==================== barrier_pipe_ctrl_flat
Figure 1. Routed clock nets over the placement (barrier_pipe_ctrl_flat).
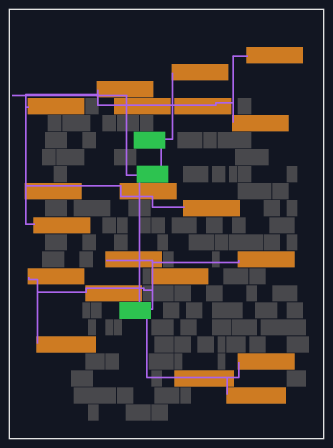

==> src/rtl/barrier_pipe_if.sv <==
// barrier_pipe_if: row stream handshake, flush and per-stage enables for barrier_pipe_ctrl.
interface barrier_pipe_if #(
    parameter int STAGES = 4,
    parameter int RW     = 3
);
    logic              flush;
    logic              in_valid;
    logic              in_ready;
    logic              out_ready;
    logic              out_valid;
    logic [STAGES-1:0] stage_en;
    logic [RW-1:0]     out_row;
    logic              out_last;
    logic              block_done;
    logic              busy;
    modport master (
        output flush, in_valid, out_ready,
        input  in_ready, out_valid, stage_en, out_row, out_last, block_done, busy
    );
    modport slave (
        input  flush, in_valid, out_ready,
        output in_ready, out_valid, stage_en, out_row, out_last, block_done, busy
    );
endinterface

==> src/rtl/barrier_pipe_ctrl.sv <==
// barrier_pipe_ctrl: per-stage enables for a reg_barrier chain with bubble collapse and row tagging.
module barrier_pipe_ctrl #(
    parameter int STAGES = 4,
    parameter int ROWS   = 8,
    parameter int RW     = 3
) (
    input logic            clk,
    input logic            rst_n,
    barrier_pipe_if.slave  bus
);
    logic [STAGES-1:0]         v_q, v_d;
    logic [STAGES-1:0][RW-1:0] t_q, t_d;
    logic [RW-1:0]             wcnt_q, wcnt_d;
    logic                      done_q, done_d;
    logic [STAGES-1:0]         r, src_v, en;
    logic [STAGES-1:0][RW-1:0] src_t;
    logic                      accept, out_hs;
    // r[k] unrolled: stage k can load unless it and everything after it is full and stalled
    for (genvar k = 0; k < STAGES; k++) begin : g_stage
        assign r[k] = bus.out_ready | ~&v_q[STAGES-1:k];
        if (k == 0) begin : g_head
            assign src_v[k] = bus.in_valid;
            assign src_t[k] = wcnt_q;
        end else begin : g_body
            assign src_v[k] = v_q[k-1];
            assign src_t[k] = t_q[k-1];
        end
    end
    assign en             = r & src_v & {STAGES{~bus.flush & rst_n}};
    assign bus.stage_en   = en;
    assign bus.in_ready   = r[0] & ~bus.flush & rst_n;
    assign accept         = bus.in_valid & bus.in_ready;
    assign bus.out_valid  = v_q[STAGES-1];
    assign bus.out_row    = v_q[STAGES-1] ? t_q[STAGES-1] : '0;
    assign bus.out_last   = bus.out_valid & (bus.out_row == RW'(ROWS-1));
    assign out_hs         = bus.out_valid & bus.out_ready;
    assign bus.block_done = done_q;
    assign bus.busy       = |v_q;
    always_comb begin
        v_d    = v_q;
        t_d    = t_q;
        wcnt_d = wcnt_q;
        done_d = out_hs & bus.out_last & ~bus.flush;
        if (bus.flush) begin
            v_d    = '0;
            t_d    = '0;
            wcnt_d = '0;
        end else begin
            for (int k = 0; k < STAGES; k++) begin
                v_d[k] = r[k] ? src_v[k] : v_q[k];
                t_d[k] = en[k] ? src_t[k] : t_q[k];
            end
            if (accept) wcnt_d = (wcnt_q == RW'(ROWS-1)) ? '0 : wcnt_q + RW'(1);
        end
    end
    always_ff @(posedge clk or negedge rst_n) begin
        if (!rst_n) begin
            v_q    <= '0;
            t_q    <= '0;
            wcnt_q <= '0;
            done_q <= 1'b0;
        end else begin
            v_q    <= v_d;
            t_q    <= t_d;
            wcnt_q <= wcnt_d;
            done_q <= done_d;
        end
    end
endmodule

==> src/flat_wrapper.sv <==
// flat-port wrapper written by rule: the top's interface ports become plain ports
module barrier_pipe_ctrl_flat 
#(
    parameter int STAGES = 4,
    parameter int ROWS   = 8,
    parameter int RW     = 3
)
  (clk, rst_n, bus_flush, bus_in_valid, bus_out_ready, bus_in_ready, bus_out_valid, bus_stage_en, bus_out_row, bus_out_last, bus_block_done, bus_busy);
  barrier_pipe_if #(.STAGES(STAGES), .RW(RW)) bus_i ();
  input logic clk;
  input logic rst_n;
  input wire logic [$bits(bus_i.flush)-1:0] bus_flush;
  input wire logic [$bits(bus_i.in_valid)-1:0] bus_in_valid;
  input wire logic [$bits(bus_i.out_ready)-1:0] bus_out_ready;
  output wire logic [$bits(bus_i.in_ready)-1:0] bus_in_ready;
  output wire logic [$bits(bus_i.out_valid)-1:0] bus_out_valid;
  output wire logic [$bits(bus_i.stage_en)-1:0] bus_stage_en;
  output wire logic [$bits(bus_i.out_row)-1:0] bus_out_row;
  output wire logic [$bits(bus_i.out_last)-1:0] bus_out_last;
  output wire logic [$bits(bus_i.block_done)-1:0] bus_block_done;
  output wire logic [$bits(bus_i.busy)-1:0] bus_busy;
  assign bus_i.flush = bus_flush;
  assign bus_i.in_valid = bus_in_valid;
  assign bus_i.out_ready = bus_out_ready;
  assign bus_in_ready = bus_i.in_ready;
  assign bus_out_valid = bus_i.out_valid;
  assign bus_stage_en = bus_i.stage_en;
  assign bus_out_row = bus_i.out_row;
  assign bus_out_last = bus_i.out_last;
  assign bus_block_done = bus_i.block_done;
  assign bus_busy = bus_i.busy;
  barrier_pipe_ctrl #(.STAGES(STAGES), .ROWS(ROWS), .RW(RW)) u_core (.clk(clk), .rst_n(rst_n), .bus(bus_i));
endmodule
==> config.mk <==
export PLATFORM = sky130hd
export DESIGN_NAME = barrier_pipe_ctrl_flat
export DESIGN_NICKNAME = d
export VERILOG_FILES = /design/src/rtl/barrier_pipe_if.sv /design/src/rtl/barrier_pipe_ctrl.sv /design/src/flat_wrapper.sv
export SDC_FILE = /design/constraint.sdc
export NUM_CORES = 1
export LEC_CHECK = 0
export ABC_CLOCK_PERIOD_IN_PS = 1800
export CAP_MARGIN = 20
export CORE_ASPECT_RATIO = 1.4
export CORE_MARGIN = 2
export CORE_UTILIZATION = 35
export CTS_CLUSTER_DIAMETER = 100
export DETAILED_ROUTE_END_ITERATION = 7
export GPL_TIMING_DRIVEN = 0
export PLACE_DENSITY_LB_ADDON = 0.2
export SLEW_MARGIN = 15
export SYNTH_ARGS = -nofsm -noshare
export SYNTH_HDL_FRONTEND = slang
export SYNTH_SLANG_ARGS = --single-unit
==> constraint.sdc <==
create_clock -name clk -period 1.8 [get_ports clk]
set_clock_uncertainty 0.1 [all_clocks]
set_input_delay 0.45 -clock clk [delete_from_list [all_inputs] [get_ports clk]]
set_output_delay 0.45 -clock clk [all_outputs]
set_load 0.02 [all_outputs]
==================== ssi_encoder_emulator
==> src/rtl/ssi_encoder_emulator.sv <==
// SSI absolute-encoder slave: latches position on the master's first falling clock,
// shifts it out MSB first on rising clocks, then holds data low for the monoflop time.
module ssi_encoder_emulator #(
  parameter int POSITION_WIDTH  = 25,
  parameter int MONOFLOP_CYCLES = 2000,
  parameter bit GRAY_CODE_EN    = 1'b1
) (
  input  logic                      sys_clk,
  input  logic                      reset_n,
  input  logic                      emulator_enable_in,
  input  logic [POSITION_WIDTH-1:0] position_in,
  input  logic                      ssi_clk_in,
  output logic                      ssi_data_out,
  output logic                      busy_out,
  output logic                      frame_done_out,
  output logic                      frame_error_out
);

  localparam int MCW = $clog2(MONOFLOP_CYCLES + 1);
  localparam int BCW = $clog2(POSITION_WIDTH + 1);
  localparam logic [MCW-1:0] MONO_MAX = MCW'(MONOFLOP_CYCLES);
  localparam logic [BCW-1:0] BIT_MAX  = BCW'(POSITION_WIDTH);

  typedef enum logic [1:0] {IDLE, SHIFT, MONO} state_t;

  state_t                    r_state;
  logic                      r_s1, r_s2, r_s3;
  logic [POSITION_WIDTH-1:0] r_shreg;
  logic [BCW-1:0]            r_bit_cnt;
  logic [MCW-1:0]            r_mono_cnt;
  logic                      r_data, r_done, r_err;

  logic                      w_rise, w_fall, w_timeout;
  logic [POSITION_WIDTH-1:0] w_frame;

  // Edges are taken from s2/s3 so outputs move on the edge that loads s3.
  assign w_rise    = r_s2 & ~r_s3;
  assign w_fall    = ~r_s2 & r_s3;
  assign w_timeout = (r_mono_cnt == MONO_MAX);
  assign w_frame   = GRAY_CODE_EN ? (position_in ^ (position_in >> 1)) : position_in;

  always_ff @(posedge sys_clk or negedge reset_n) begin
    if (!reset_n) begin
      r_s1       <= 1'b1;
      r_s2       <= 1'b1;
      r_s3       <= 1'b1;
      r_state    <= IDLE;
      r_shreg    <= '0;
      r_bit_cnt  <= '0;
      r_mono_cnt <= '0;
      r_data     <= 1'b1;
      r_done     <= 1'b0;
      r_err      <= 1'b0;
    end else begin
      r_s1   <= ssi_clk_in;
      r_s2   <= r_s1;
      r_s3   <= r_s2;
      r_done <= 1'b0;
      r_err  <= 1'b0;
      if (!emulator_enable_in) begin
        // Disabling mid-transfer is an abort; disabling during monoflop is not.
        r_state    <= IDLE;
        r_data     <= 1'b1;
        r_bit_cnt  <= '0;
        r_mono_cnt <= '0;
        r_err      <= (r_state == SHIFT);
      end else begin
        if (w_rise || w_fall)
          r_mono_cnt <= '0;
        else if (!w_timeout)
          r_mono_cnt <= r_mono_cnt + 1'b1;

        case (r_state)
          IDLE: begin
            r_data    <= 1'b1;
            r_bit_cnt <= '0;
            if (w_fall) begin
              r_shreg <= w_frame;
              r_state <= SHIFT;
            end
          end
          SHIFT: begin
            // A rise clears the counter, so it outranks a same-cycle timeout.
            if (w_rise) begin
              if (r_bit_cnt < BIT_MAX) begin
                r_data    <= r_shreg[POSITION_WIDTH-1];
                r_shreg   <= r_shreg << 1;
                r_bit_cnt <= r_bit_cnt + 1'b1;
              end else begin
                r_data  <= 1'b0;
                r_done  <= 1'b1;
                r_state <= MONO;
              end
            end else if (w_timeout) begin
              r_err     <= 1'b1;
              r_data    <= 1'b1;
              r_bit_cnt <= '0;
              r_state   <= IDLE;
            end
          end
          MONO: begin
            if (!w_rise && !w_fall && w_timeout && r_s3) begin
              r_data    <= 1'b1;
              r_bit_cnt <= '0;
              r_state   <= IDLE;
            end
          end
          default: r_state <= IDLE;
        endcase
      end
    end
  end

  assign ssi_data_out    = r_data;
  assign busy_out        = (r_state != IDLE);
  assign frame_done_out  = r_done;
  assign frame_error_out = r_err;

endmodule

==> config.mk <==
export PLATFORM = sky130hd
export DESIGN_NAME = ssi_encoder_emulator
export DESIGN_NICKNAME = d
export VERILOG_FILES = /design/src/rtl/ssi_encoder_emulator.sv
export SDC_FILE = /design/constraint.sdc
export NUM_CORES = 1
export LEC_CHECK = 0
export CAP_MARGIN = 20
export CORE_ASPECT_RATIO = 0.5
export CORE_MARGIN = 2
export CORE_UTILIZATION = 27
export CTS_BUF_LIST = sky130_fd_sc_hd__clkbuf_16
export DETAILED_ROUTE_END_ITERATION = 6
export GPL_TIMING_DRIVEN = 0
export HOLD_SLACK_MARGIN = 0.02
export PLACE_DENSITY = 0.45
export SETUP_SLACK_MARGIN = 0.1
export SYNTH_ARGS = -nofsm -noshare
export SYNTH_HDL_FRONTEND = slang
export SYNTH_SLANG_ARGS = --single-unit
==> constraint.sdc <==
create_clock -name sys_clk -period 3.5 [get_ports sys_clk]
set_input_delay 0.7 -clock sys_clk [delete_from_list [all_inputs] [get_ports sys_clk]]
set_output_delay 0.7 -clock sys_clk [all_outputs]
set_load 0.005 [all_outputs]
==================== fc_result_streamer_flat
$ cat src/rtl/fc_stream_pkg.sv
// rtl/fc_stream_pkg.sv - shared FSM states and sizing helpers for the FC result streamer
package fc_stream_pkg;

    typedef enum logic [1:0] {
        IDLE   = 2'd0,
        RUN    = 2'd1,
        FINISH = 2'd2
    } state_t;

    // Wide enough that a 255-word job counts to 255 without wrapping.
    localparam int CNT_W = 9;

    // FIFO depth: one slot per in-flight read plus two for full-rate streaming.
    function automatic int fifo_depth(input int rd_latency);
        return rd_latency + 2;
    endfunction

endpackage

$ cat src/rtl/fc_result_streamer_if.sv
// rtl/fc_result_streamer_if.sv - valid/ready beat stream towards activation or host DMA
interface fc_result_streamer_if #(
    parameter int DATA_WIDTH = 32
);
    logic                  m_valid;
    logic                  m_ready;
    logic [DATA_WIDTH-1:0] m_data;
    logic                  m_last;

    modport master (output m_valid, output m_data, output m_last, input m_ready);
    modport slave  (input m_valid, input m_data, input m_last, output m_ready);
endinterface

$ cat src/rtl/fc_stream_fifo.sv
// rtl/fc_stream_fifo.sv - show-ahead FIFO holding words returned by the output SRAM
module fc_stream_fifo #(
    parameter  int DEPTH      = 3,
    parameter  int DATA_WIDTH = 32,
    localparam int CW         = $clog2(DEPTH + 1)
) (
    input  logic                  clk,
    input  logic                  rst,
    input  logic                  push,
    input  logic [DATA_WIDTH-1:0] push_data,
    input  logic                  pop,
    output logic [DATA_WIDTH-1:0] head,
    output logic [CW-1:0]         count
);
    localparam int PW = $clog2(DEPTH);

    logic [DATA_WIDTH-1:0] mem [DEPTH];
    logic [PW-1:0]         wr_ptr;
    logic [PW-1:0]         rd_ptr;

    function automatic logic [PW-1:0] ptr_next(input logic [PW-1:0] p);
        return (p == PW'(DEPTH - 1)) ? '0 : p + 1'b1;
    endfunction

    assign head = mem[rd_ptr];

    // Storage, pointers and occupancy; push and pop together leave count unchanged.
    always_ff @(posedge clk or negedge rst) begin
        if (!rst) begin
            wr_ptr <= '0;
            rd_ptr <= '0;
            count  <= '0;
            for (int i = 0; i < DEPTH; i++) begin
                mem[i] <= '0;
            end
        end else begin
            if (push) begin
                mem[wr_ptr] <= push_data;
                wr_ptr      <= ptr_next(wr_ptr);
            end
            if (pop) begin
                rd_ptr <= ptr_next(rd_ptr);
            end
            case ({push, pop})
                2'b10:   count <= count + 1'b1;
                2'b01:   count <= count - 1'b1;
                default: count <= count;
            endcase
        end
    end

endmodule

$ cat src/rtl/fc_result_streamer.sv
// rtl/fc_result_streamer.sv - streams a finished FC result vector out of the output SRAM
module fc_result_streamer
    import fc_stream_pkg::*;
#(
    parameter int ADDR_WIDTH = 16,
    parameter int DATA_WIDTH = 32,
    parameter int RD_LATENCY = 1
) (
    input  logic                  clk,
    input  logic                  rst,
    input  logic                  start,
    output logic                  finish,
    input  logic [7:0]            length,
    input  logic [ADDR_WIDTH-1:0] base_addr,
    input  logic                  relu_en,
    output logic                  sram_result_rden,
    output logic [ADDR_WIDTH-1:0] sram_result_addr,
    input  logic [DATA_WIDTH-1:0] sram_result_rdata,
    fc_result_streamer_if.master  m_stream
);
    localparam int DEPTH = fifo_depth(RD_LATENCY);
    localparam int CW    = $clog2(DEPTH + 1);

    state_t                  state;
    logic [7:0]              len_q;
    logic [ADDR_WIDTH-1:0]   base_q;
    logic                    relu_q;
    logic [CNT_W-1:0]        issue_idx;
    logic [CNT_W-1:0]        beat_cnt;
    logic [RD_LATENCY-1:0]   inflight;
    logic [CW-1:0]           fifo_count;
    logic [DATA_WIDTH-1:0]   fifo_head;
    logic [DATA_WIDTH-1:0]   push_data;
    logic [3:0]              occupancy;
    logic                    credit_ok;
    logic                    push;
    logic                    pop;
    logic                    m_valid_w;
    logic                    last_beat;

    // Credit: words already in the FIFO plus reads still in the SRAM pipe.
    always_comb begin
        occupancy = 4'(fifo_count);
        for (int i = 0; i < RD_LATENCY; i++) begin
            occupancy = occupancy + 4'(inflight[i]);
        end
        credit_ok = occupancy < 4'(DEPTH);
    end

    assign sram_result_rden = (state == RUN) && (issue_idx < CNT_W'(len_q)) && credit_ok;
    assign sram_result_addr = sram_result_rden ? base_q + ADDR_WIDTH'(issue_idx) : '0;

    assign push      = inflight[RD_LATENCY-1];
    assign push_data = (relu_q && sram_result_rdata[DATA_WIDTH-1]) ? '0 : sram_result_rdata;

    assign m_valid_w = (fifo_count != '0);
    assign pop       = m_valid_w && m_stream.m_ready;
    assign last_beat = (beat_cnt == CNT_W'(len_q) - 1'b1);

    assign m_stream.m_valid = m_valid_w;
    assign m_stream.m_data  = m_valid_w ? fifo_head : '0;
    assign m_stream.m_last  = m_valid_w && last_beat;
    assign finish           = (state == FINISH);

    // Read pipe: marks the cycle each issued read returns its data.
    always_ff @(posedge clk or negedge rst) begin
        if (!rst) begin
            inflight <= '0;
        end else begin
            inflight <= RD_LATENCY'({inflight, sram_result_rden});
        end
    end

    // Control FSM: latch the job on start, count issued reads and delivered beats.
    always_ff @(posedge clk or negedge rst) begin
        if (!rst) begin
            state     <= IDLE;
            len_q     <= '0;
            base_q    <= '0;
            relu_q    <= 1'b0;
            issue_idx <= '0;
            beat_cnt  <= '0;
        end else begin
            case (state)
                IDLE: begin
                    if (start) begin
                        len_q     <= length;
                        base_q    <= base_addr;
                        relu_q    <= relu_en;
                        issue_idx <= '0;
                        beat_cnt  <= '0;
                        state     <= (length == 8'd0) ? FINISH : RUN;
                    end
                end
                RUN: begin
                    if (sram_result_rden) begin
                        issue_idx <= issue_idx + 1'b1;
                    end
                    if (pop) begin
                        beat_cnt <= beat_cnt + 1'b1;
                        if (last_beat) begin
                            state <= FINISH;
                        end
                    end
                end
                FINISH:  state <= IDLE;
                default: state <= IDLE;
            endcase
        end
    end

    fc_stream_fifo #(
        .DEPTH      (DEPTH),
        .DATA_WIDTH (DATA_WIDTH)
    ) u_fifo (
        .clk       (clk),
        .rst       (rst),
        .push      (push),
        .push_data (push_data),
        .pop       (pop),
        .head      (fifo_head),
        .count     (fifo_count)
    );

endmodule

$ cat src/flat_wrapper.sv
// flat-port wrapper written by rule: the top's interface ports become plain ports
module fc_result_streamer_flat import fc_stream_pkg::*;
#(
    parameter int ADDR_WIDTH = 16,
    parameter int DATA_WIDTH = 32,
    parameter int RD_LATENCY = 1
)
  (clk, rst, start, finish, length, base_addr, relu_en, sram_result_rden, sram_result_addr, sram_result_rdata, m_stream_m_valid, m_stream_m_data, m_stream_m_last, m_stream_m_ready);
  fc_result_streamer_if #(.DATA_WIDTH(DATA_WIDTH)) m_stream_i ();
  input  logic clk;
  input  logic rst;
  input  logic start;
  output logic finish;
  input  logic [7:0] length;
  input  logic [ADDR_WIDTH-1:0] base_addr;
  input  logic relu_en;
  output logic sram_result_rden;
  output logic [ADDR_WIDTH-1:0] sram_result_addr;
  input  logic [DATA_WIDTH-1:0] sram_result_rdata;
  output wire logic [$bits(m_stream_i.m_valid)-1:0] m_stream_m_valid;
  output wire logic [$bits(m_stream_i.m_data)-1:0] m_stream_m_data;
  output wire logic [$bits(m_stream_i.m_last)-1:0] m_stream_m_last;
  input wire logic [$bits(m_stream_i.m_ready)-1:0] m_stream_m_ready;
  assign m_stream_m_valid = m_stream_i.m_valid;
  assign m_stream_m_data = m_stream_i.m_data;
  assign m_stream_m_last = m_stream_i.m_last;
  assign m_stream_i.m_ready = m_stream_m_ready;
  fc_result_streamer #(.ADDR_WIDTH(ADDR_WIDTH), .DATA_WIDTH(DATA_WIDTH), .RD_LATENCY(RD_LATENCY)) u_core (.clk(clk), .rst(rst), .start(start), .finish(finish), .length(length), .base_addr(base_addr), .relu_en(relu_en), .sram_result_rden(sram_result_rden), .sram_result_addr(sram_result_addr), .sram_result_rdata(sram_result_rdata), .m_stream(m_stream_i));
endmodule
$ cat config.mk
export PLATFORM = sky130hd
export DESIGN_NAME = fc_result_streamer_flat
export DESIGN_NICKNAME = d
export VERILOG_FILES = /design/src/rtl/fc_stream_pkg.sv /design/src/rtl/fc_result_streamer_if.sv /design/src/rtl/fc_stream_fifo.sv /design/src/rtl/fc_result_streamer.sv /design/src/flat_wrapper.sv
export SDC_FILE = /design/constraint.sdc
export NUM_CORES = 1
export LEC_CHECK = 0
export CORE_UTILIZATION = 53
export DETAILED_ROUTE_END_ITERATION = 8
export PLACE_DENSITY = 0.9
export SYNTH_ARGS = -nofsm -noshare
export SYNTH_HDL_FRONTEND = slang
export SYNTH_SLANG_ARGS = --single-unit
export TNS_END_PERCENT = 50
$ cat constraint.sdc
create_clock -name clk -period 6.8 [get_ports clk]
set_input_delay 1.36 -clock clk [delete_from_list [all_inputs] [get_ports clk]]
set_output_delay 1.36 -clock clk [all_outputs]
set_load 0.005 [all_outputs]

==> notes/layouts.md <==
Pictures saved along the way, in no particular order.

Power grid.
shot_01.png
Scale bar: 20 um. Pins as bars on the die edge. Tap cells in grey.
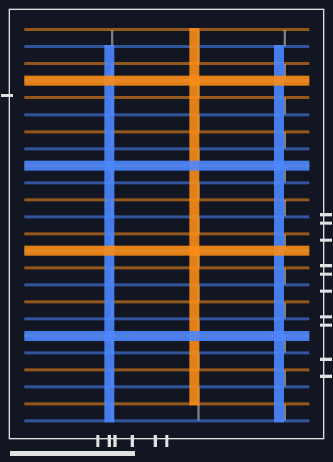
shot_02.png
Scale bar: 20 um. Pins as bars on the die edge. Tap cells in grey.
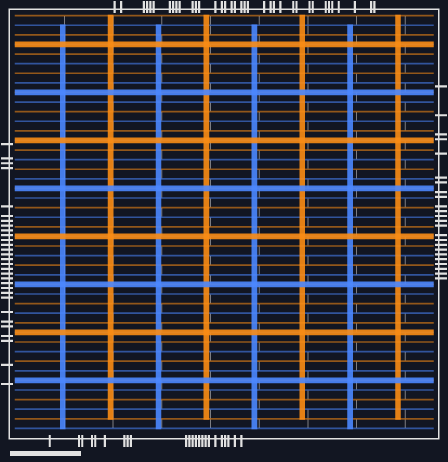
shot_03.png
Scale bar: 50 um. Pins as bars on the die edge. Tap cells in grey.
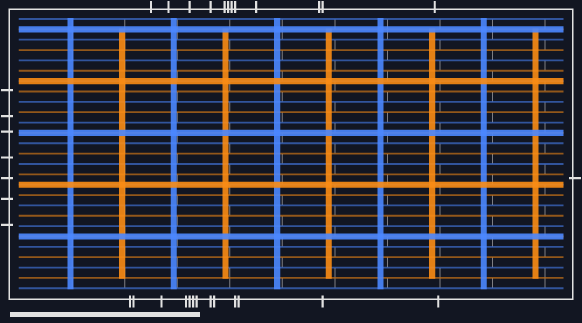
- shot_03.png = ssi_encoder_emulator
- shot_02.png = fc_result_streamer_flat
- shot_01.png = barrier_pipe_ctrl_flat
- fewest pins: shot_01.png
- most pins: shot_02.png

Figure 2. Cell classes on the final placement (barrier_pipe_ctrl_flat).
Scale bar: 20 um.
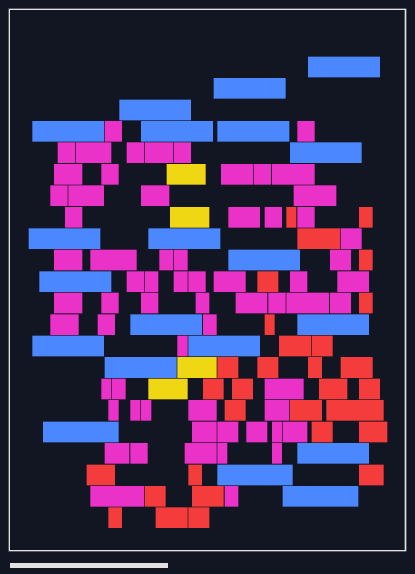
colour	class	cells
red	other buffers and delay cells	30
magenta	combinational and other logic	65
yellow	clock drivers and dummy loads	4
blue	flops	20

## Picture notes: Figure 1
[purple] clock wires | length: 275 um
[green] clock drivers | count: 3
[orange] flip-flops | count: 20
routed clock nets	4

==> results.toml, barrier_pipe_ctrl_flat <==
# synthesis and place-and-route metrics
[routing]
routedWlPerCell_um = 13.3
viasPerCell = 4.88
dr.pass1.iters = 4

[sta]
setup_violations = 5
worstMarginPinSlew_ns = 0.394
fin_ws_ns = -0.123
fmax_mhz = 520
relSlewSlack = 0.737

[power_and_ir_drop]
peakVddDrop_uv = 477
switching_share = 0.229

[synth]
synthAoiAreaFrac = 0.0615
netlist_instances = 91

[worst_setup_path]
r2r-start = "u_core.v_q[3]"
critical_path_class = "reg2out"
cp_cell_sequence = "or4_4, buf_6"
max_stage_delay_ns = 0.54

[grt]
grt_pass1_wl_um = 3490
grt_busiest_layer = "met2"
grt_pass1_vias = 744

[layout]
area_delta_synth_final_pct = 32.4
comb_area_um2 = 514
fill_cells = 282
antennaDiodeCount = 0
final_nets = 127

[floorplanning]
core_um2 = 2850

[run_status]
outcome = "complete, but fails checks"
violations = "setup timing"

[place]
placedCellCount = 144

[cts]
htreeDepth = 1
worstSkewPairLatency_ns = 0.26
## barrier_pipe_ctrl_flat: power by group through the flow
stage	Clock [W]	Combinational, W	Sequential [W]
after floorplan	0	0.0000474	0.000470
after global placement	0	0.0000873	0.000470
after detailed placement	0	0.0000886	0.000470
after CTS	0.000359	0.0000906	0.000466
after global routing	0.000379	0.000107	0.000467
final	0.000346	0.0000966	0.000466
## barrier_pipe_ctrl_flat: worst min-delay path: cells and delay by family
kind	cells	cell delay, ns
AND/OR/NAND/NOR	1	0.06
buffers and inverters	1	0.11
AND-OR/OR-AND	1	0.05
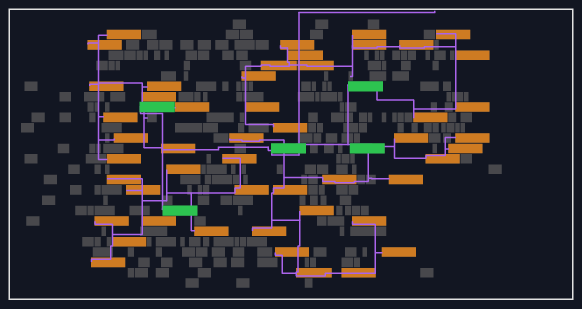
Figure 3: ssi_encoder_emulator, routed clock nets over the placement.
[orange] flip-flops | count: 49
[purple] clock wires | length: 753 um
[green] clock drivers | count: 5
routed clock nets	6

==> results.toml, ssi_encoder_emulator <==
# synthesis and place-and-route metrics
[run_status]
outcome = "finished clean"

[cts]
cts_buffers = 5

[grt]
grt_pass1_vias = 1964
globalRouteMet2Util = 0.189
grt_usage = 0.108

[layout]
top_register = "r_shreg"
inverters = 9
fill_cells = 1031
n_all_buffers = 47
largest_class = "combinational gates"

[power_and_ir_drop]
p_seq_frac = 0.475

[run]
warnings = 28

[synth]
synth_area_um2 = 2780

[floorplanning]
nWellTaps = 140

[routing]
post-route-drc-count = 0
[ssi_encoder_emulator: metrics by stage]
stage               hold WS [ns]  utilization  std cells  setup WS (ns)  power (W)
floorplan                  0.345            -        260           1.54   0.000951
global placement           0.346        0.324        432          0.244    0.00104
detailed placement         0.347        0.326        433          0.977    0.00106
CTS                        0.289        0.340        441           1.28    0.00155
global route               0.297        0.340        441           1.20    0.00162
finish                     0.284        0.340        441           1.28    0.00153
Figure 4. Routed metal, one colour a layer (fc_result_streamer_flat).
Scale bar: 20 um. Only two layers are drawn.
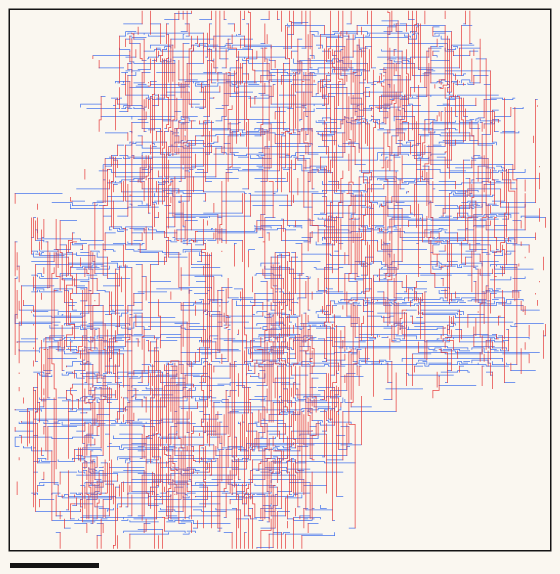
colour	layer	wire length
blue	metal 1	7600 um
red	metal 2	9220 um

==> results.toml, fc_result_streamer_flat <==
# synthesis and place-and-route metrics
[run_status]
outcome = "finished clean"

[cts]
cts.path.max_buffers = 2

[floorplanning]
die_h_um = 121
chipArea_um2 = 14700

[sta]
fin_crit_sh = 0.714
setup_violations = 0
relSlewSlack = 0.148

[routing]
wl_met2_um = 9220

[worst_setup_path]
cp_data_required_time_ns = 5.44
r2r_slack_ns = 3.87
endpoint = "sram_result_addr[15]"

[layout]
final_nets = 1039
inverters = 18
largest_registers = "u_core.u_fifo.mem: 96 flops, u_core.base_q: 16 flops"

[synth]
synthArstFlopShare = 1.00
syn-num-nets = 948
synthSimpleGateAreaFrac = 0.205
synthDistinctLibCells = 57

[grt]
met3_usage = 0.0658
grt_busiest_layer = "met2"

[power_and_ir_drop]
largestPowerGroup = "combinational cells"

[place]
place_ws_ns = 2.50
placedCellCount = 1116
fc_result_streamer_flat: cells by family after synthesis:
group / after synthesis
AND-OR/OR-AND: 195
AND/OR/NAND/NOR: 364
buffers and inverters: 67
XOR/XNOR: 30
flip-flops: 148
multiplexers: 37
adder cells (fa/ha/maj): 23
fc_result_streamer_flat: worst min-delay path by stage:
stage	end	depth (start not counted)
after floorplan	u_core.u_fifo.mem[64]	2
after CTS	u_core.base_q[6]	2
after global placement	u_core.u_fifo.mem[26]	2
after detailed placement	u_core.base_q[6]	2
after global routing	u_core.u_fifo.mem[29]	2
final	u_core.u_fifo.mem[26]	2

Power figures rest on the tool's default switching activity, not on a simulated workload.
